==================== pipe_ctrl
Fig. 1: pipe_ctrl, metal layers overlaid
Only two layers are drawn.
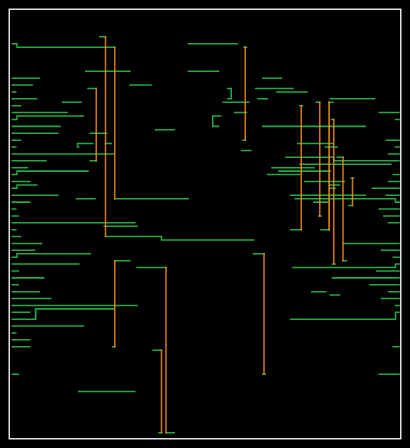

[src/rtl/pipe_ctrl_pkg.sv]
// pipe_ctrl_pkg: opcode, branch condition and field constants shared by the
// pipeline controller and its decoder.
package pipe_ctrl_pkg;
   typedef enum logic [1:0] {OP_ALU = 2'b00, OP_LI = 2'b01, OP_BR = 2'b10, OP_HALT = 2'b11} op_e;
   typedef enum logic [2:0] {COND_B = 3'b000, COND_BNZ = 3'b001} cond_e;
   localparam logic [15:0] NOP_IR = 16'h0000;
   localparam int OP_LSB   = 14;
   localparam int RD_LSB   = 11;
   localparam int RS1_LSB  = 8;
   localparam int RS2_LSB  = 5;
   localparam int FUNC_LSB = 0;
   typedef struct packed {
      op_e        op;
      logic [2:0] rd;
      logic [2:0] rs1;
      logic [2:0] rs2;
      logic [4:0] func;
      logic       reads_rs1;
      logic       reads_rs2;
      logic       writes_rd;
   } dec_t;
   function automatic op_e op_of(input logic [15:0] ir);
      return op_e'(ir[OP_LSB +: 2]);
   endfunction
   // Bit 0 is operand 1, bit 1 is operand 2; r0 never forwards because writes_rd excludes rd=0.
   function automatic logic [1:0] fwd_of(input dec_t ex, input dec_t wb);
      return {ex.reads_rs2 && ex.rs2 != 3'd0 && wb.writes_rd && ex.rs2 == wb.rd,
              ex.reads_rs1 && ex.rs1 != 3'd0 && wb.writes_rd && ex.rs1 == wb.rd};
   endfunction
endpackage

[src/rtl/pipe_decode.sv]
// pipe_decode: combinational field extraction and register-use flags for one
// pipeline stage register.
module pipe_decode
   import pipe_ctrl_pkg::*;
(
   input  logic [15:0] i_ir,
   output dec_t        o_dec
);
   always_comb begin
      o_dec.op        = op_of(i_ir);
      o_dec.rd        = i_ir[RD_LSB +: 3];
      o_dec.rs1       = i_ir[RS1_LSB +: 3];
      o_dec.rs2       = i_ir[RS2_LSB +: 3];
      o_dec.func      = i_ir[FUNC_LSB +: 5];
      o_dec.reads_rs1 = o_dec.op == OP_ALU || o_dec.op == OP_BR;
      o_dec.reads_rs2 = o_dec.op == OP_ALU;
      o_dec.writes_rd = (o_dec.op == OP_ALU || o_dec.op == OP_LI) && o_dec.rd != 3'd0;
   end
endmodule

[src/rtl/pipe_ctrl.sv]
// pipe_ctrl: fetch/ID/EX/WB control for a 16-bit in-order pipeline with
// fetch stalls, taken-branch flush, WB->EX forwarding select and HALT freeze.
module pipe_ctrl
   import pipe_ctrl_pkg::*;
#(
   parameter logic [15:0] RESET_PC = 16'h0000,
   parameter logic [15:0] NOP      = NOP_IR
)(
   input  logic        CLK,
   input  logic        RSTN,
   input  logic [15:0] ir_in,
   input  logic        imem_wait,
   input  logic        br_taken,
   input  logic [15:0] br_target,
   output logic [15:0] pc,
   output logic [15:0] pc_ex,
   output logic [15:0] ir_id,
   output logic [15:0] ir_ex,
   output logic [15:0] ir_wb,
   output logic        fwd1,
   output logic        fwd2,
   output logic        wb_en,
   output logic [2:0]  wb_addr,
   output logic        halted
);
   logic [15:0] r_pc, r_pc_id, r_pc_ex, r_ir_id, r_ir_ex, r_ir_wb;
   logic        r_halted;
   logic        w_halt_pend, w_hold_fetch;
   dec_t        w_dec_ex, w_dec_wb;

   pipe_decode u_dec_ex (.i_ir(r_ir_ex), .o_dec(w_dec_ex));
   pipe_decode u_dec_wb (.i_ir(r_ir_wb), .o_dec(w_dec_wb));

   // Fetch stops as soon as HALT enters ID and stays stopped until it retires.
   assign w_halt_pend  = op_of(r_ir_id) == OP_HALT || w_dec_ex.op == OP_HALT || w_dec_wb.op == OP_HALT;
   assign w_hold_fetch = imem_wait || w_halt_pend;

   always_ff @(posedge CLK) begin
      if (!RSTN) begin
         r_pc     <= RESET_PC;
         r_pc_id  <= 16'h0000;
         r_pc_ex  <= 16'h0000;
         r_ir_id  <= NOP;
         r_ir_ex  <= NOP;
         r_ir_wb  <= NOP;
         r_halted <= 1'b0;
      end else if (!r_halted) begin
         r_halted <= w_dec_wb.op == OP_HALT;
         r_pc_id  <= r_pc;
         r_pc_ex  <= r_pc_id;
         if (br_taken) begin
            r_pc    <= br_target;
            r_ir_id <= NOP;
            r_ir_ex <= NOP;
            r_ir_wb <= w_dec_ex.op == OP_HALT ? NOP : r_ir_ex;
         end else begin
            r_pc    <= w_hold_fetch ? r_pc : r_pc + 16'd1;
            r_ir_id <= w_hold_fetch ? NOP : ir_in;
            r_ir_ex <= r_ir_id;
            r_ir_wb <= r_ir_ex;
         end
      end
   end

   assign pc           = r_pc;
   assign pc_ex        = r_pc_ex;
   assign ir_id        = r_ir_id;
   assign ir_ex        = r_ir_ex;
   assign ir_wb        = r_ir_wb;
   assign halted       = r_halted;
   assign wb_en        = w_dec_wb.writes_rd;
   assign wb_addr      = w_dec_wb.writes_rd ? w_dec_wb.rd : 3'd0;
   assign {fwd2, fwd1} = fwd_of(w_dec_ex, w_dec_wb);
endmodule

[config.mk]
export PLATFORM = sky130hd
export DESIGN_NAME = pipe_ctrl
export DESIGN_NICKNAME = d
export VERILOG_FILES = /design/src/rtl/pipe_ctrl_pkg.sv /design/src/rtl/pipe_decode.sv /design/src/rtl/pipe_ctrl.sv
export SDC_FILE = /design/constraint.sdc
export NUM_CORES = 1
export LEC_CHECK = 0
export ABC_AREA = 1
export ABC_CLOCK_PERIOD_IN_PS = 2100
export CORE_ASPECT_RATIO = 1.1
export CORE_UTILIZATION = 65
export CTS_CLUSTER_DIAMETER = 80
export DETAILED_ROUTE_END_ITERATION = 6
export DONT_BUFFER_PORTS = 1
export PLACE_DENSITY = 0.9
export SKIP_CTS_REPAIR_TIMING = 1
export SLEW_MARGIN = 20
export SYNTH_ARGS = -nofsm -noshare
export SYNTH_HDL_FRONTEND = slang
export SYNTH_SLANG_ARGS = --single-unit
[constraint.sdc]
create_clock -name CLK -period 2.1 [get_ports CLK]
set_input_delay 0.42 -clock CLK [delete_from_list [all_inputs] [get_ports CLK]]
set_output_delay 0.42 -clock CLK [all_outputs]
set_load 0.05 [all_outputs]
==================== uart_rx
[src/rtl/uart_rx.sv]
// UART receiver on a 16x oversampled tick; 8N1 by default, valid/ready byte output.
// Define UART_RX_PARITY_EN to insert a parity bit between the data bits and the stop bit.
module uart_rx #(
  parameter int DATA_BITS   = 8,
  parameter int SYNC_STAGES = 2,
  parameter bit PARITY_ODD  = 1'b0
) (
  input  logic       clk_i,
  input  logic       rst_i,
  input  logic       tick_16x_i,
  input  logic       rx_i,
  output logic [7:0] data_o,
  output logic       valid_o,
  input  logic       ready_i,
  output logic       frame_err_o,
  output logic       parity_err_o,
  output logic       overrun_o
);

  typedef enum logic [2:0] {
    S_IDLE, S_START, S_DATA, S_PARITY, S_STOP, S_BREAK
  } state_t;

  state_t                 r_state, w_next;
  logic [SYNC_STAGES-1:0] r_sync;
  logic [3:0]             r_s_cnt;
  logic [2:0]             r_bit_cnt;
  logic [DATA_BITS-1:0]   r_shift;
  logic [7:0]             r_data;
  logic                   r_valid, r_new, r_frame_err, r_overrun;

  logic w_rx_s, w_mid_start, w_mid_bit, w_last_bit;
  logic w_cnt_clr, w_shift_en, w_stop_ok, w_stop_bad, w_par_bad;
  logic [7:0] w_data_ext;

`ifdef UART_RX_PARITY_EN
  localparam bit PAR_EN = 1'b1;
  logic r_par_bit, r_par_err, w_par_latch;
`else
  localparam bit PAR_EN = 1'b0;
`endif

  assign w_rx_s      = r_sync[SYNC_STAGES-1];
  assign w_mid_start = tick_16x_i && (r_s_cnt == 4'd7);
  assign w_mid_bit   = tick_16x_i && (r_s_cnt == 4'd15);
  assign w_last_bit  = (r_bit_cnt == 3'(DATA_BITS-1));
  assign w_data_ext  = 8'(r_shift);

  // rx_i is asynchronous; everything downstream looks only at w_rx_s
  always_ff @(posedge clk_i) begin
    if (!rst_i) r_sync <= '1;
    else        r_sync <= {r_sync[SYNC_STAGES-2:0], rx_i};
  end

  always_ff @(posedge clk_i) begin
    if (!rst_i) r_state <= S_IDLE;
    else        r_state <= w_next;
  end

  always_comb begin
    w_next = r_state;
    case (r_state)
      S_IDLE:   if (!w_rx_s)     w_next = S_START;
      S_START:  if (w_mid_start) w_next = w_rx_s ? S_IDLE : S_DATA;
      S_DATA:   if (w_mid_bit && w_last_bit) w_next = PAR_EN ? S_PARITY : S_STOP;
      S_PARITY: if (w_mid_bit)   w_next = S_STOP;
      S_STOP:   if (w_mid_bit)   w_next = w_rx_s ? S_IDLE : S_BREAK;
      S_BREAK:  if (w_rx_s)      w_next = S_IDLE;
      default:                   w_next = S_IDLE;
    endcase
  end

  always_comb begin
    w_cnt_clr  = 1'b0;
    w_shift_en = 1'b0;
    w_stop_ok  = 1'b0;
    w_stop_bad = 1'b0;
`ifdef UART_RX_PARITY_EN
    w_par_latch = 1'b0;
`endif
    case (r_state)
      S_IDLE:   w_cnt_clr  = 1'b1;
      S_START:  w_cnt_clr  = w_mid_start;
      S_DATA:   w_shift_en = w_mid_bit;
`ifdef UART_RX_PARITY_EN
      S_PARITY: w_par_latch = w_mid_bit;
`endif
      S_STOP: begin
        w_stop_ok  = w_mid_bit &&  w_rx_s;
        w_stop_bad = w_mid_bit && !w_rx_s;
      end
      S_BREAK:  w_cnt_clr  = 1'b1;
      default:  ;
    endcase
  end

  // s_cnt wraps 15->0 on its own, so each DATA sample lands 16 ticks after the last
  always_ff @(posedge clk_i) begin
    if (!rst_i) begin
      r_s_cnt   <= '0;
      r_bit_cnt <= '0;
      r_shift   <= '0;
    end else begin
      if (w_cnt_clr)       r_s_cnt <= '0;
      else if (tick_16x_i) r_s_cnt <= r_s_cnt + 4'd1;
      if (w_shift_en) begin
        r_shift   <= {w_rx_s, r_shift[DATA_BITS-1:1]};
        r_bit_cnt <= w_last_bit ? 3'd0 : r_bit_cnt + 3'd1;
      end
    end
  end

`ifdef UART_RX_PARITY_EN
  assign w_par_bad = (r_par_bit != ((^r_shift) ^ PARITY_ODD));

  always_ff @(posedge clk_i) begin
    if (!rst_i) begin
      r_par_bit <= 1'b0;
      r_par_err <= 1'b0;
    end else begin
      if (w_par_latch) r_par_bit <= w_rx_s;
      r_par_err <= w_stop_ok && w_par_bad;
    end
  end

  assign parity_err_o = r_par_err;
`else
  assign w_par_bad    = 1'b0;
  assign parity_err_o = 1'b0;
`endif

  // r_new marks the cycle after the stop-sample tick, where the handshake is resolved
  always_ff @(posedge clk_i) begin
    if (!rst_i) begin
      r_new       <= 1'b0;
      r_frame_err <= 1'b0;
      r_overrun   <= 1'b0;
      r_valid     <= 1'b0;
      r_data      <= '0;
    end else begin
      r_new       <= w_stop_ok && !w_par_bad;
      r_frame_err <= w_stop_bad;
      r_overrun   <= 1'b0;
      if (r_new && (!r_valid || ready_i)) begin
        r_data  <= w_data_ext;
        r_valid <= 1'b1;
      end else if (r_new) begin
        r_overrun <= 1'b1;
      end else if (r_valid && ready_i) begin
        r_valid <= 1'b0;
      end
    end
  end

  assign data_o      = r_data;
  assign valid_o     = r_valid;
  assign frame_err_o = r_frame_err;
  assign overrun_o   = r_overrun;

  a_hold: assert property (@(posedge clk_i) disable iff (!rst_i)
    (valid_o && !ready_i) |=> (valid_o && $stable(data_o)));
  a_err_excl: assert property (@(posedge clk_i) disable iff (!rst_i)
    frame_err_o |-> !parity_err_o);

endmodule

[config.mk]
export PLATFORM = sky130hd
export DESIGN_NAME = uart_rx
export DESIGN_NICKNAME = d
export VERILOG_FILES = /design/src/rtl/uart_rx.sv
export SDC_FILE = /design/constraint.sdc
export NUM_CORES = 1
export LEC_CHECK = 0
export ABC_CLOCK_PERIOD_IN_PS = 2000
export CAP_MARGIN = 15
export CORE_ASPECT_RATIO = 0.8
export CORE_MARGIN = 8
export CORE_UTILIZATION = 53
export DETAILED_ROUTE_END_ITERATION = 8
export PLACE_DENSITY = 0.77
export SLEW_MARGIN = 20
export SYNTH_ARGS = -nofsm -noshare
export SYNTH_HDL_FRONTEND = slang
export SYNTH_SLANG_ARGS = --single-unit
[constraint.sdc]
create_clock -name clk_i -period 2 [get_ports clk_i]
set_input_delay 0.6 -clock clk_i [delete_from_list [all_inputs] [get_ports clk_i]]
set_output_delay 0.6 -clock clk_i [all_outputs]
set_load 0.005 [all_outputs]
==================== noc_input_port
--- config.mk ---
export PLATFORM = sky130hd
export DESIGN_NAME = noc_input_port
export DESIGN_NICKNAME = d
export VERILOG_FILES = /design/src/rtl/noc_input_port.sv
export SDC_FILE = /design/constraint.sdc
export NUM_CORES = 1
export LEC_CHECK = 0
export ABC_CLOCK_PERIOD_IN_PS = 2700
export CORE_UTILIZATION = 53
export DETAILED_ROUTE_END_ITERATION = 10
export GPL_ROUTABILITY_DRIVEN = 0
export GPL_TIMING_DRIVEN = 0
export PLACE_DENSITY_LB_ADDON = 0.05
export SLEW_MARGIN = 10
export SYNTH_ARGS = -nofsm -noshare
export SYNTH_HDL_FRONTEND = slang
export SYNTH_SLANG_ARGS = --single-unit
--- constraint.sdc ---
create_clock -name clk_i -period 2.7 [get_ports clk_i]
set_input_delay 0.54 -clock clk_i [delete_from_list [all_inputs] [get_ports clk_i]]
set_output_delay 0.54 -clock clk_i [all_outputs]
set_load 0.05 [all_outputs]
--- src/rtl/noc_input_port.sv ---
// -----------------------------------------------------------------------------
// noc_input_port
//
// Input port of a 2-D mesh router. Flits arriving from the link are buffered
// in a small FIFO. A two-state FSM looks at the FIFO head:
//   IDLE   - a head flit (type 10 or 11) has its XY route computed and
//            registered into sel_o, then the FSM moves to ACTIVE. A stray
//            body/tail flit (type 00 or 01) is popped, dropped, and flagged
//            on err_o.
//   ACTIVE - flits stream to the crossbar demux with the route held constant
//            (wormhole). Popping a tail (01) or single-flit packet (11)
//            returns the FSM to IDLE.
//
// Flit format: [15:14] type (10 head, 00 body, 01 tail, 11 head+tail)
//              head only: [13:11] dest_x, [10:8] dest_y, [7:0] payload
//
// Handshakes (both sides): a transfer happens on a rising clock edge where
// valid and ready are both 1. valid may not depend on ready. The link side
// pushes on valid_i & ready_o; the crossbar side pops on valid_o & ready_i.
//
// Parameters
//   DEPTH     FIFO entries, power of two, >= 2
//   ROUTER_X  this router's X coordinate (3 bits used)
//   ROUTER_Y  this router's Y coordinate (3 bits used)
//
// Ports
//   clk_i        clock, rising edge
//   rst_i        asynchronous active-high reset
//   data_i       incoming flit
//   valid_i      data_i valid
//   ready_o      FIFO not full
//   data_o       FIFO head flit (unspecified when empty)
//   sel_o        demux select: 000 N, 001 S, 010 W, 011 E, 100 L
//   valid_o      data_o / sel_o valid (only in ACTIVE with a non-empty FIFO)
//   ready_i      downstream accepts the flit this cycle
//   err_o        one-cycle pulse when a stray flit is dropped
//   err_cnt_o    (only with INPORT_ERR_CNT_EN) saturating 8-bit drop counter
//   dbg_state_o  FSM state for observation: 0 IDLE, 1 ACTIVE
//
// Optional feature macro: INPORT_ERR_CNT_EN adds err_cnt_o and its counter.
// -----------------------------------------------------------------------------
module noc_input_port #(
    parameter int DEPTH    = 4,
    parameter int ROUTER_X = 0,
    parameter int ROUTER_Y = 0
) (
    input  logic        clk_i,
    input  logic        rst_i,
    input  logic [15:0] data_i,
    input  logic        valid_i,
    output logic        ready_o,
    output logic [15:0] data_o,
    output logic [2:0]  sel_o,
    output logic        valid_o,
    input  logic        ready_i,
    output logic        err_o,
`ifdef INPORT_ERR_CNT_EN
    output logic [7:0]  err_cnt_o,
`endif
    output logic        dbg_state_o
);

    // -------------------------------------------------------------------------
    // Local constants
    // -------------------------------------------------------------------------
    localparam int AW = (DEPTH > 1) ? $clog2(DEPTH) : 1;
    localparam int CW = AW + 1;

    localparam logic [CW-1:0] COUNT_FULL = CW'(DEPTH);

    localparam logic [2:0] ROUTER_X3 = ROUTER_X[2:0];
    localparam logic [2:0] ROUTER_Y3 = ROUTER_Y[2:0];

    localparam logic [2:0] SEL_N = 3'b000;
    localparam logic [2:0] SEL_S = 3'b001;
    localparam logic [2:0] SEL_W = 3'b010;
    localparam logic [2:0] SEL_E = 3'b011;
    localparam logic [2:0] SEL_L = 3'b100;

    typedef enum logic {
        IDLE   = 1'b0,
        ACTIVE = 1'b1
    } state_t;

    // -------------------------------------------------------------------------
    // Storage and state
    // -------------------------------------------------------------------------
    logic [15:0]   mem [DEPTH];
    logic [AW-1:0] wr_ptr;
    logic [AW-1:0] rd_ptr;
    logic [CW-1:0] count;
    state_t        state;

    logic          full;
    logic          empty;
    logic [15:0]   head;
    logic [1:0]    head_type;
    logic          push;
    logic          deliver;
    logic          drop;
    logic          pop;

    // -------------------------------------------------------------------------
    // XY dimension-order routing: resolve X first, then Y, else local.
    // -------------------------------------------------------------------------
    function automatic logic [2:0] xy_route(input logic [2:0] dest_x,
                                            input logic [2:0] dest_y);
        logic [2:0] sel;
        if (dest_x > ROUTER_X3) begin
            sel = SEL_E;
        end else if (dest_x < ROUTER_X3) begin
            sel = SEL_W;
        end else if (dest_y > ROUTER_Y3) begin
            sel = SEL_N;
        end else if (dest_y < ROUTER_Y3) begin
            sel = SEL_S;
        end else begin
            sel = SEL_L;
        end
        return sel;
    endfunction

    // -------------------------------------------------------------------------
    // FIFO status and handshake decode
    // -------------------------------------------------------------------------
    assign full      = (count == COUNT_FULL);
    assign empty     = (count == '0);
    assign head      = mem[rd_ptr];
    assign head_type = head[15:14];

    assign ready_o   = ~full;
    assign data_o    = head;

    // valid_o is decoded from registered state and count only, so it never
    // depends on ready_i within the same cycle.
    assign valid_o   = (state == ACTIVE) & ~empty;

    assign push      = valid_i & ready_o;
    assign deliver   = valid_o & ready_i;

    // In IDLE the head must start a packet; anything else is a stray flit
    // left over from a broken packet and is discarded without waiting for
    // the downstream side.
    assign drop      = (state == IDLE) & ~empty & ~head_type[1];
    assign pop       = deliver | drop;

    assign dbg_state_o = (state == ACTIVE);

    // -------------------------------------------------------------------------
    // FIFO storage. Entries need no reset: they are only observable through
    // data_o, which is meaningless while the FIFO is empty.
    // -------------------------------------------------------------------------
    always_ff @(posedge clk_i) begin
        if (push) begin
            mem[wr_ptr] <= data_i;
        end
    end

    // -------------------------------------------------------------------------
    // FIFO pointers and occupancy. DEPTH is a power of two, so the pointers
    // wrap modulo DEPTH by natural overflow. full/empty come from count so
    // that the two conditions are never ambiguous.
    // -------------------------------------------------------------------------
    always_ff @(posedge clk_i or posedge rst_i) begin
        if (rst_i) begin
            wr_ptr <= '0;
            rd_ptr <= '0;
            count  <= '0;
        end else begin
            if (push) begin
                wr_ptr <= wr_ptr + 1'b1;
            end
            if (pop) begin
                rd_ptr <= rd_ptr + 1'b1;
            end
            case ({push, pop})
                2'b10:   count <= count + 1'b1;
                2'b01:   count <= count - 1'b1;
                default: count <= count;
            endcase
        end
    end

    // -------------------------------------------------------------------------
    // Packet FSM with registered route and error pulse.
    // The route is captured one cycle after the head reaches the FIFO head,
    // which gives the two-cycle push-to-valid latency on an empty FIFO.
    // -------------------------------------------------------------------------
    always_ff @(posedge clk_i or posedge rst_i) begin
        if (rst_i) begin
            state <= IDLE;
            sel_o <= SEL_N;
            err_o <= 1'b0;
        end else begin
            err_o <= drop;
            case (state)
                IDLE: begin
                    if (!empty && head_type[1]) begin
                        sel_o <= xy_route(head[13:11], head[10:8]);
                        state <= ACTIVE;
                    end
                end
                ACTIVE: begin
                    // type[0] set marks the last flit of a packet (01 or 11)
                    if (deliver && head_type[0]) begin
                        state <= IDLE;
                    end
                end
                default: begin
                    state <= IDLE;
                end
            endcase
        end
    end

`ifdef INPORT_ERR_CNT_EN
    // -------------------------------------------------------------------------
    // Saturating stray-flit counter. It steps on the same edge that raises
    // err_o, so err_cnt_o already includes the drop being flagged.
    // -------------------------------------------------------------------------
    always_ff @(posedge clk_i or posedge rst_i) begin
        if (rst_i) begin
            err_cnt_o <= 8'd0;
        end else if (drop && (err_cnt_o != 8'hFF)) begin
            err_cnt_o <= err_cnt_o + 8'd1;
        end
    end
`endif

endmodule

==================== pulse_gen_mc
`config.mk`:
```
export PLATFORM = sky130hd
export DESIGN_NAME = pulse_gen_mc
export DESIGN_NICKNAME = d
export VERILOG_FILES = /design/src/rtl/pulse_gen_pkg.sv /design/src/rtl/pulse_gen_ch.sv /design/src/rtl/pulse_gen_mc.sv
export SDC_FILE = /design/constraint.sdc
export NUM_CORES = 1
export LEC_CHECK = 0
export ABC_AREA = 1
export CELL_PAD_IN_SITES_DETAIL_PLACEMENT = 0
export CELL_PAD_IN_SITES_GLOBAL_PLACEMENT = 1
export CORE_MARGIN = 5
export CORE_UTILIZATION = 39
export DETAILED_ROUTE_END_ITERATION = 10
export PLACE_DENSITY_LB_ADDON = 0.3
export SETUP_SLACK_MARGIN = 0.3
export SKIP_LAST_GASP = 1
export SYNTH_ARGS = -nofsm -noshare
export SYNTH_HDL_FRONTEND = slang
export SYNTH_SLANG_ARGS = --single-unit
```
`constraint.sdc`:
```
create_clock -name clk -period 7.1 [get_ports clk]
set_clock_uncertainty 0.15 [all_clocks]
set_input_delay 1.42 -clock clk [delete_from_list [all_inputs] [get_ports clk]]
set_output_delay 1.42 -clock clk [all_outputs]
set_load 0.05 [all_outputs]
```
`src/rtl/pulse_gen_pkg.sv`:
```
// Shared definitions for the multi-channel pulse generator:
// per-channel FSM state encoding and the miss counter width.
package pulse_gen_pkg;

   typedef enum logic [1:0] {
      IDLE   = 2'd0,
      DELAY  = 2'd1,
      ACTIVE = 2'd2
   } pg_state_t;

   // Width of each channel's ignored-trigger counter (saturates at all-ones).
   localparam int MISS_CNT_W = 8;

endpackage

```
`src/rtl/pulse_gen_ch.sv`:
```
// Single pulse generator channel: IDLE/DELAY/ACTIVE FSM, delay/width counting,
// width latch, sticky missed flag and the optional saturating miss counter
// (enabled by defining PULSE_GEN_MISS_CNT_EN).
module pulse_gen_ch
   import pulse_gen_pkg::*;
#(
   parameter int CNT_W = 8
) (
   input  logic                  clk,
   input  logic                  rst,
   input  logic                  i_trg,
   input  logic                  i_retrig,
   input  logic [CNT_W-1:0]      i_dly,
   input  logic [CNT_W-1:0]      i_wid,
   input  logic                  i_miss_clr,
   output logic                  o_pulse,
   output logic                  o_busy,
   output logic                  o_done,
   output logic                  o_missed,
   output logic [MISS_CNT_W-1:0] o_miss_cnt
);

   pg_state_t        r_state;
   logic [CNT_W-1:0] r_cnt;
   logic [CNT_W-1:0] r_wid;
   logic             r_pulse;
   logic             r_busy;
   logic             r_done;
   logic             r_missed;

   logic             w_start;
   logic             w_miss;

   // A trigger (re)starts the channel when idle, or when busy in retrigger mode;
   // otherwise a trigger while busy is a miss. The final pulse cycle is busy.
   assign w_start = i_trg && ((r_state == IDLE) || i_retrig);
   assign w_miss  = i_trg && (r_state != IDLE) && !i_retrig;

   // Channel FSM: r_cnt holds the cycles remaining in the current phase,
   // including the present one, so a phase ends when r_cnt reaches 1.
   always_ff @(posedge clk or posedge rst) begin
      if (rst) begin
         r_state <= IDLE;
         r_cnt   <= '0;
         r_wid   <= '0;
         r_pulse <= 1'b0;
         r_busy  <= 1'b0;
         r_done  <= 1'b0;
      end else begin
         r_done <= 1'b0;
         if (w_start) begin
            // Start (or restart) exactly as from IDLE; an aborted pulse gets no done.
            r_wid <= i_wid;
            if (i_wid == '0) begin
               r_state <= IDLE;
               r_cnt   <= '0;
               r_pulse <= 1'b0;
               r_busy  <= 1'b0;
            end else if (i_dly == '0) begin
               r_state <= ACTIVE;
               r_cnt   <= i_wid;
               r_pulse <= 1'b1;
               r_busy  <= 1'b1;
            end else begin
               r_state <= DELAY;
               r_cnt   <= i_dly;
               r_pulse <= 1'b0;
               r_busy  <= 1'b1;
            end
         end else begin
            case (r_state)
               DELAY: begin
                  if (r_cnt == CNT_W'(1)) begin
                     r_state <= ACTIVE;
                     r_cnt   <= r_wid;
                     r_pulse <= 1'b1;
                  end else begin
                     r_cnt <= r_cnt - CNT_W'(1);
                  end
               end
               ACTIVE: begin
                  if (r_cnt == CNT_W'(1)) begin
                     r_state <= IDLE;
                     r_cnt   <= '0;
                     r_pulse <= 1'b0;
                     r_busy  <= 1'b0;
                     r_done  <= 1'b1;
                  end else begin
                     r_cnt <= r_cnt - CNT_W'(1);
                  end
               end
               default: begin
                  r_state <= IDLE;
                  r_pulse <= 1'b0;
                  r_busy  <= 1'b0;
               end
            endcase
         end
      end
   end

   // Sticky missed flag; a new miss wins over a simultaneous clear.
   always_ff @(posedge clk or posedge rst) begin
      if (rst) begin
         r_missed <= 1'b0;
      end else if (w_miss) begin
         r_missed <= 1'b1;
      end else if (i_miss_clr) begin
         r_missed <= 1'b0;
      end
   end

`ifdef PULSE_GEN_MISS_CNT_EN
   logic [MISS_CNT_W-1:0] r_miss_cnt;

   // Saturating miss counter; clear with a simultaneous miss leaves a count of 1.
   always_ff @(posedge clk or posedge rst) begin
      if (rst) begin
         r_miss_cnt <= '0;
      end else if (i_miss_clr) begin
         r_miss_cnt <= w_miss ? MISS_CNT_W'(1) : '0;
      end else if (w_miss && (r_miss_cnt != '1)) begin
         r_miss_cnt <= r_miss_cnt + MISS_CNT_W'(1);
      end
   end

   assign o_miss_cnt = r_miss_cnt;
`else
   assign o_miss_cnt = '0;
`endif

   assign o_pulse  = r_pulse;
   assign o_busy   = r_busy;
   assign o_done   = r_done;
   assign o_missed = r_missed;

endmodule

```
`src/rtl/pulse_gen_mc.sv`:
```
// Multi-channel programmable pulse generator top: qualifies strobes with the
// global enable and slices the packed per-channel buses onto CH independent
// pulse_gen_ch instances. Optional per-channel miss counters are built when
// PULSE_GEN_MISS_CNT_EN is defined; otherwise miss_cnt reads as zero.
module pulse_gen_mc
   import pulse_gen_pkg::*;
#(
   parameter int CH    = 4,
   parameter int CNT_W = 8
) (
   input  logic                       clk,
   input  logic                       rst,
   input  logic                       ena,
   input  logic [CH-1:0]              str,
   input  logic [CH-1:0]              retrig,
   input  logic [CH*CNT_W-1:0]        dly,
   input  logic [CH*CNT_W-1:0]        wid,
   output logic [CH-1:0]              pulseo,
   output logic [CH-1:0]              busy,
   output logic [CH-1:0]              done,
   output logic [CH-1:0]              missed,
   input  logic                       miss_clr,
   output logic [CH*MISS_CNT_W-1:0]   miss_cnt
);

   logic [CH-1:0] w_trg;

   // The global enable only gates new triggers; pulses in flight keep running.
   assign w_trg = str & {CH{ena}};

   genvar gi;
   generate
      for (gi = 0; gi < CH; gi++) begin : g_ch
         pulse_gen_ch #(
            .CNT_W (CNT_W)
         ) u_ch (
            .clk        (clk),
            .rst        (rst),
            .i_trg      (w_trg[gi]),
            .i_retrig   (retrig[gi]),
            .i_dly      (dly[gi*CNT_W +: CNT_W]),
            .i_wid      (wid[gi*CNT_W +: CNT_W]),
            .i_miss_clr (miss_clr),
            .o_pulse    (pulseo[gi]),
            .o_busy     (busy[gi]),
            .o_done     (done[gi]),
            .o_missed   (missed[gi]),
            .o_miss_cnt (miss_cnt[gi*MISS_CNT_W +: MISS_CNT_W])
         );
      end
   endgenerate

endmodule

```
Fig. 2: pipe_ctrl, routing congestion map
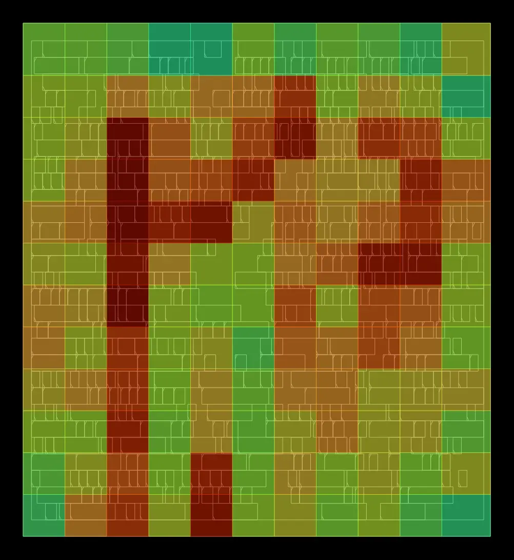
met2 usage: 0.5398
routing usage on met1: 0.3519
grt peak-use layer: met2

Fig. 3: pipe_ctrl, clock network drawn from the DEF
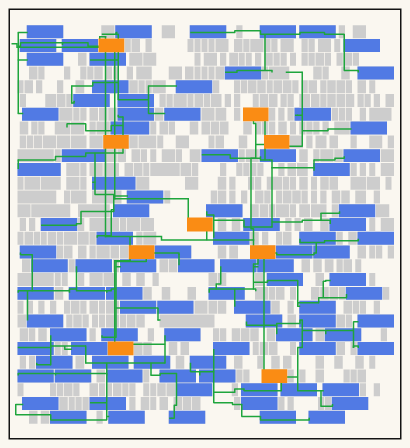
Blue shows flip-flops, count 97. Orange shows clock drivers, count 9. Green shows clock wires, length 1030 um.
Position of the flops: all over the die. There are 10 routed clock nets.
clock network power share: 0.343
Clock Skew: 0.008619 ns

About Fig. 1:
Green shows metal 3, wire length 768 um. Orange shows metal 4, wire length 318 um.

==> results.py, pipe_ctrl <==
# Flow results
metrics = {
    "critical_path": {
        "critical_path_class": "register to output pin",
        "r2r-start": "ir_ex[14]",
        "crit_arrival_ns": 1.76,
        "cp_num_buf_inv": 3,
        "ff2ff_path_depth": 7,
        "critPathRequiredTime_ns": 1.68,
        "cp_slowest_stage_delay_ns": 0.38,
        "worst_path_max_delay_cell": "dfxtp_4",
        "cp-endpoint": "fwd1",
        "r2r_slack_ns": 0.48,
        "path_cells": "clkinvlp_4, buf_4, a22o_1, nor4_4, buf_12",
        "critPathMaxFanout": 4,
    },
    "routing": {
        "drt_wl_total_mm": 10.22,
        "top_layer": "met4",
        "dr_wl_met3_um": 767,
        "ant_nets": 0,
        "drcViolationCount": 0,
        "vias_per_cell": 5.809,
        "wl_met1_mm": 4.097,
    },
    "placement": {
        "place_hpwl_mm": 6.986,
        "dp_worst_setup_slack_ns": 0.2647,
        "dp_cells": 640,
    },
    "final_layout": {
        "area_growth_pct": 14.21,
        "layout.nonclk_buf_frac": 0.08304,
        "ff_count": 97,
        "final_util": 0.7818,
        "nets": 617,
        "comb_cells": 395,
        "regArea_um2": 1954,
        "layout.cells.non_filler": 661,
        "fillers": 417,
    },
    "logic_synthesis": {
        "syn_area_per_cell_um2": 7.250,
        "flop_cell": "dfxtp_1",
        "yosys_cells": 555,
        "ys_top_cells_by_count": "nand2_1 (128), dfxtp_1 (97), nor2_1 (81)",
        "ys_types": 35,
        "yosysTopAreaCellShare": 0.4826,
        "synth_adder_area_share": 0.003109,
        "yosys.area_share.aoi": 0.1897,
        "top_logic_kind": "simple AND/OR/NAND/NOR gates",
        "ys_sh_xor": 0.008706,
    },
    "final_timing": {
        "finalCriticalPeriod_ns": 2.185,
        "setup_slack_ns": -0.08489,
        "whs_ns": 0.1807,
        "grt_setup_unrepaired": "yes",
        "hold_viol": 0,
        "max_freq_mhz": 457.7,
        "setup_viol": 3,
    },
    "pwr": {
        "intPower_mw": 2.565,
        "clk-power_mw": 1.24,
        "power.density_nw_per_um2": 787.1,
        "peakVddDrop_uv": 705.7,
        "power_mw": 3.617,
    },
    "die": {
        "chipArea_um2": 6510,
        "fp.dieH_um": 84.52,
        "core_area_um2": 5878,
        "taps": 77,
    },
    "clock_tree": {
        "cts_tree": "built",
        "clock-sinks": 97,
        "numCtsBuffers": 9,
    },
    "worst_hold_path": {
        "hold_path_end": "pc[1]",
        "hp-class": "primary input to register",
        "min_path_cells": 2,
    },
    "global_route": {
        "grt_max_degree": 71,
        "grt_overflow_total": 0,
        "antenna_found_initial": 0,
        "grt.met3_usage": 0.07826,
        "grt_pass1_vias": 3523,
    },
    "status": {
        "violations": "setup timing",
        "outcome": "finished with violations",
    },
}
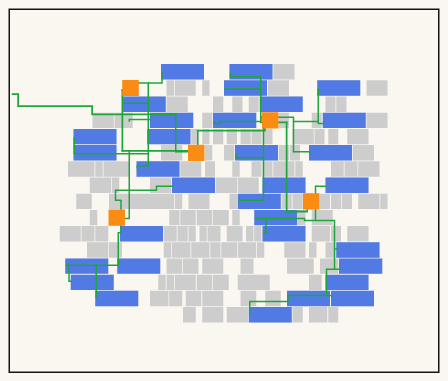
Fig. 4. Clock network drawn from the DEF (uart_rx).
Blue shows flip-flops, count 32. Green shows clock wires, length 341 um. Orange shows clock drivers, count 5.
There are 6 routed clock nets.

Fig. 5: uart_rx, placement by cell class
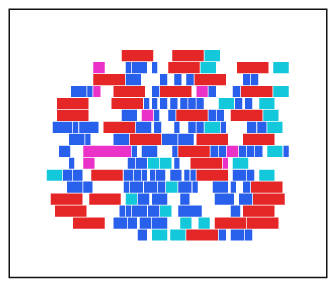
Red shows flops, cells 32. Blue shows combinational and other logic, cells 100. Magenta shows clock drivers and dummy loads, cells 8. Cyan shows other buffers and delay cells, cells 22.

==> results.py, uart_rx <==
# Flow results
metrics = {
    "final_layout": {
        "fin_area_um2": 1587,
        "comb_cells": 96,
        "layout-drive-gt1-share": 0.09877,
        "final-comb-area_um2": 618.1,
    },
    "global_route": {
        "grt_first_pass_wirelength_mm": 4.353,
        "grt_overflow_total": 0,
        "grt.total_usage": 0.1278,
    },
    "critical_path": {
        "crit_arrival_ns": 1.20,
        "critPathMaxFanout": 2,
    },
    "clock_tree": {
        "clk_path_buf_depth": 2,
    },
    "logic_synthesis": {
        "ys_seq_frac": 0.4839,
        "syn_inst": 142,
    },
    "pwr": {
        "power_leader": "sequential cells",
        "peakVddDrop_uv": 661.1,
        "p_leak_nw": 0.6656,
    },
    "routing": {
        "routed-wl-met2_mm": 1.152,
    },
    "status": {
        "outcome": "finished clean",
    },
    "placement": {
        "place_hpwl_mm": 1.884,
    },
    "final_timing": {
        "hold_viol": 0,
        "final-max-slew-violation-count": 0,
    },
}
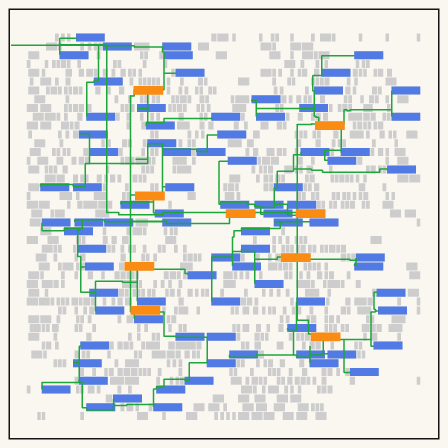
Fig. 6. Clock network drawn from the DEF (pulse_gen_mc).
Blue shows flip-flops, count 84. Orange shows clock drivers, count 9. Green shows clock wires, length 1270 um.
Position of the flops: all over the die. There are 10 routed clock nets.

Fig. 7: pulse_gen_mc, placement by cell class
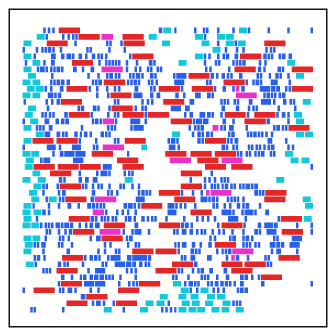
Red shows flops, cells 84. Cyan shows other buffers and delay cells, cells 92. Magenta shows clock drivers and dummy loads, cells 16. Blue shows combinational and other logic, cells 762.
# rows: 44
final instance area: 6970 um2

==> results.py, pulse_gen_mc <==
# Flow results
metrics = {
    "logic_synthesis": {
        "synth_flop_count": 84,
        "ys_sh_xor": 0.004505,
    },
    "final_layout": {
        "comb_cells": 656,
        "layout.nonclk_buf_frac": 0.1318,
        "comb_area_frac": 0.4346,
    },
    "final_timing": {
        "finalCriticalPeriod_ns": 3.365,
        "grt_setup_unrepaired": "no",
        "setup_slack_ns": 3.735,
        "fin_crit_sh": 0.4739,
    },
    "global_route": {
        "grt.met3_usage": 0.02786,
        "grt_first_pass_wirelength_mm": 25.23,
        "use_met1": 0.2409,
    },
    "clock_tree": {
        "cts_hold_buffers": 0,
        "numCtsBuffers": 9,
        "postCtsSetupBuffers": 0,
        "clkSlewWorstSetupHoldPaths_ns": 0.06,
        "cts_tree": "built",
    },
    "critical_path": {
        "crit_arrival_ns": 3.45,
        "r2r-end": "g_ch[1].u_ch.r_cnt[0]",
        "cp_num_buf_inv": 2,
        "critical_path_class": "primary input to register",
        "cp-endpoint": "g_ch[1].u_ch.r_cnt[0]",
        "cp_slowest_stage_delay_ns": 0.58,
        "worst_path_max_delay_cell": "clkdlybuf4s50_1",
    },
    "die": {
        "fp.dieH_um": 132.3,
    },
    "pwr": {
        "power_leader": "combinational cells",
        "power.density_nw_per_um2": 355.7,
        "intPower_mw": 1.345,
    },
    "routing": {
        "drt_wl_total_mm": 15.08,
        "wl_met1_mm": 7.344,
        "routed-wl-met2_mm": 6.931,
    },
    "placement": {
        "gp_congestion": 0.8243,
    },
    "status": {
        "outcome": "finished clean",
    },
}
Fig. 8: noc_input_port, I/O pins on the die edge
Pins as bars across the die edge, other pins in gray.
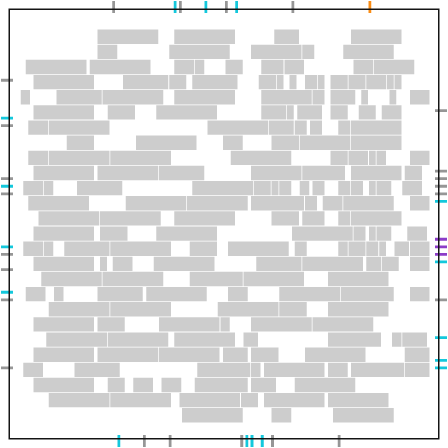
Orange shows ready_o, pins 1, direction output, edge north. Purple shows sel_o, pins 3, direction output, edge east. Cyan shows data_o, pins 16, direction output, edge 5 east, 4 west, 4 south, 3 north.
All pins by edge: 14 east, 12 west, 9 south, 8 north.
Die W: 76.88 um
Die H: 76.88 um
Port Buffers: 42

==> results.py, noc_input_port <==
# Flow results
metrics = {
    "status": {
        "outcome": "finished clean",
    },
    "final_layout": {
        "top_regs": "mem (64), count (3)",
        "largest_class": "flip-flops and latches",
        "comb_area_frac": 0.2003,
        "layout.cells.non_filler": 272,
        "final_util": 0.6942,
        "fillers": 330,
        "area_growth_pct": 22.36,
    },
    "logic_synthesis": {
        "ys_chip_area_um2": 2972,
        "ys_types": 31,
        "async_flop_share": 0.1467,
        "ys_sh_xor": 0.01474,
        "yosys.area_share.simple": 0.03747,
        "syn_area_per_cell_um2": 20.35,
    },
    "final_timing": {
        "fin_crit_sh": 0.9571,
        "setup_slack_ns": 0.1158,
        "max_freq_mhz": 387.0,
        "tightest_slew_ns": 0.8886,
        "final-max-slew-violation-count": 0,
        "skew_ns": 0.003365,
    },
    "run": {
        "tool_warnings": 29,
    },
    "die": {
        "fp_util": 0.5674,
        "taps": 70,
    },
    "clock_tree": {
        "cts_tree": "built",
    },
    "routing": {
        "dr_wl_met3_um": 201,
    },
    "global_route": {
        "grt.total_usage": 0.1899,
        "globalRouteMet2Util": 0.3009,
    },
    "placement": {
        "dpl_cell_area_um2": 3480,
    },
    "critical_path": {
        "cp-startpoint": "rd_ptr[1]",
    },
    "pwr": {
        "power_leader": "combinational cells",
    },
}


==> notes/layouts.md <==
Pictures saved along the way, in no particular order.

Metal layers overlaid.
Only two layers are drawn.
picture 1
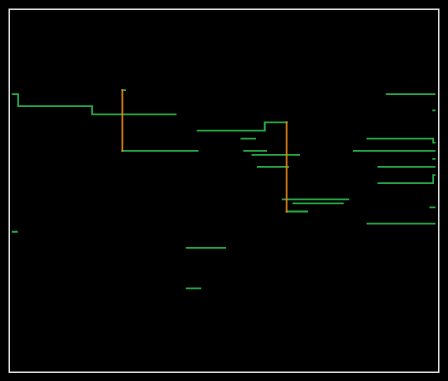
picture 2
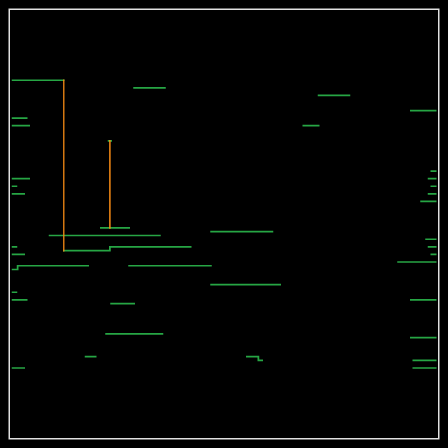
picture 3
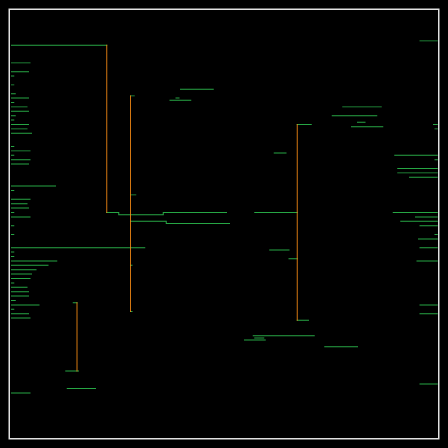
- uart_rx = picture 1
- noc_input_port = picture 2
- pulse_gen_mc = picture 3


==> notes/layouts.md <==
Pictures saved along the way, in no particular order.

I/O pins on the die edge.
Pins as bars across the die edge, other pins in gray.
shot_01.png
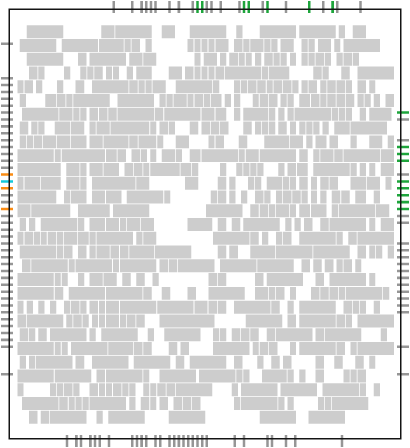
shot_02.png
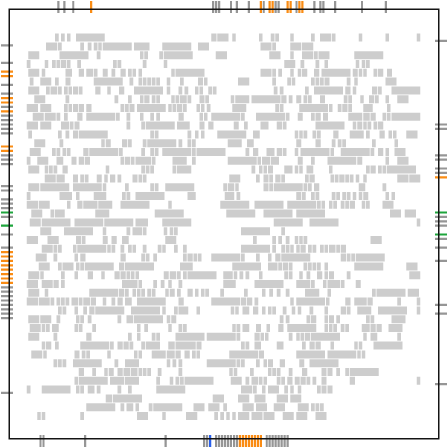
shot_03.png
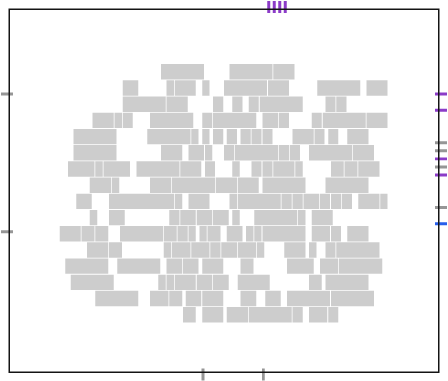
| picture | from |
|---|---|
| shot_02.png | pulse_gen_mc |
| shot_01.png | pipe_ctrl |
| shot_03.png | uart_rx |
- fewest pins: shot_03.png

Key to shot_03.png:
Blue shows frame_err_o, pins 1, direction output, edge east. Purple shows data_o, pins 8, direction output, edge 4 north, 4 east.

Power figures rest on the tool's default switching activity, not on a simulated workload.
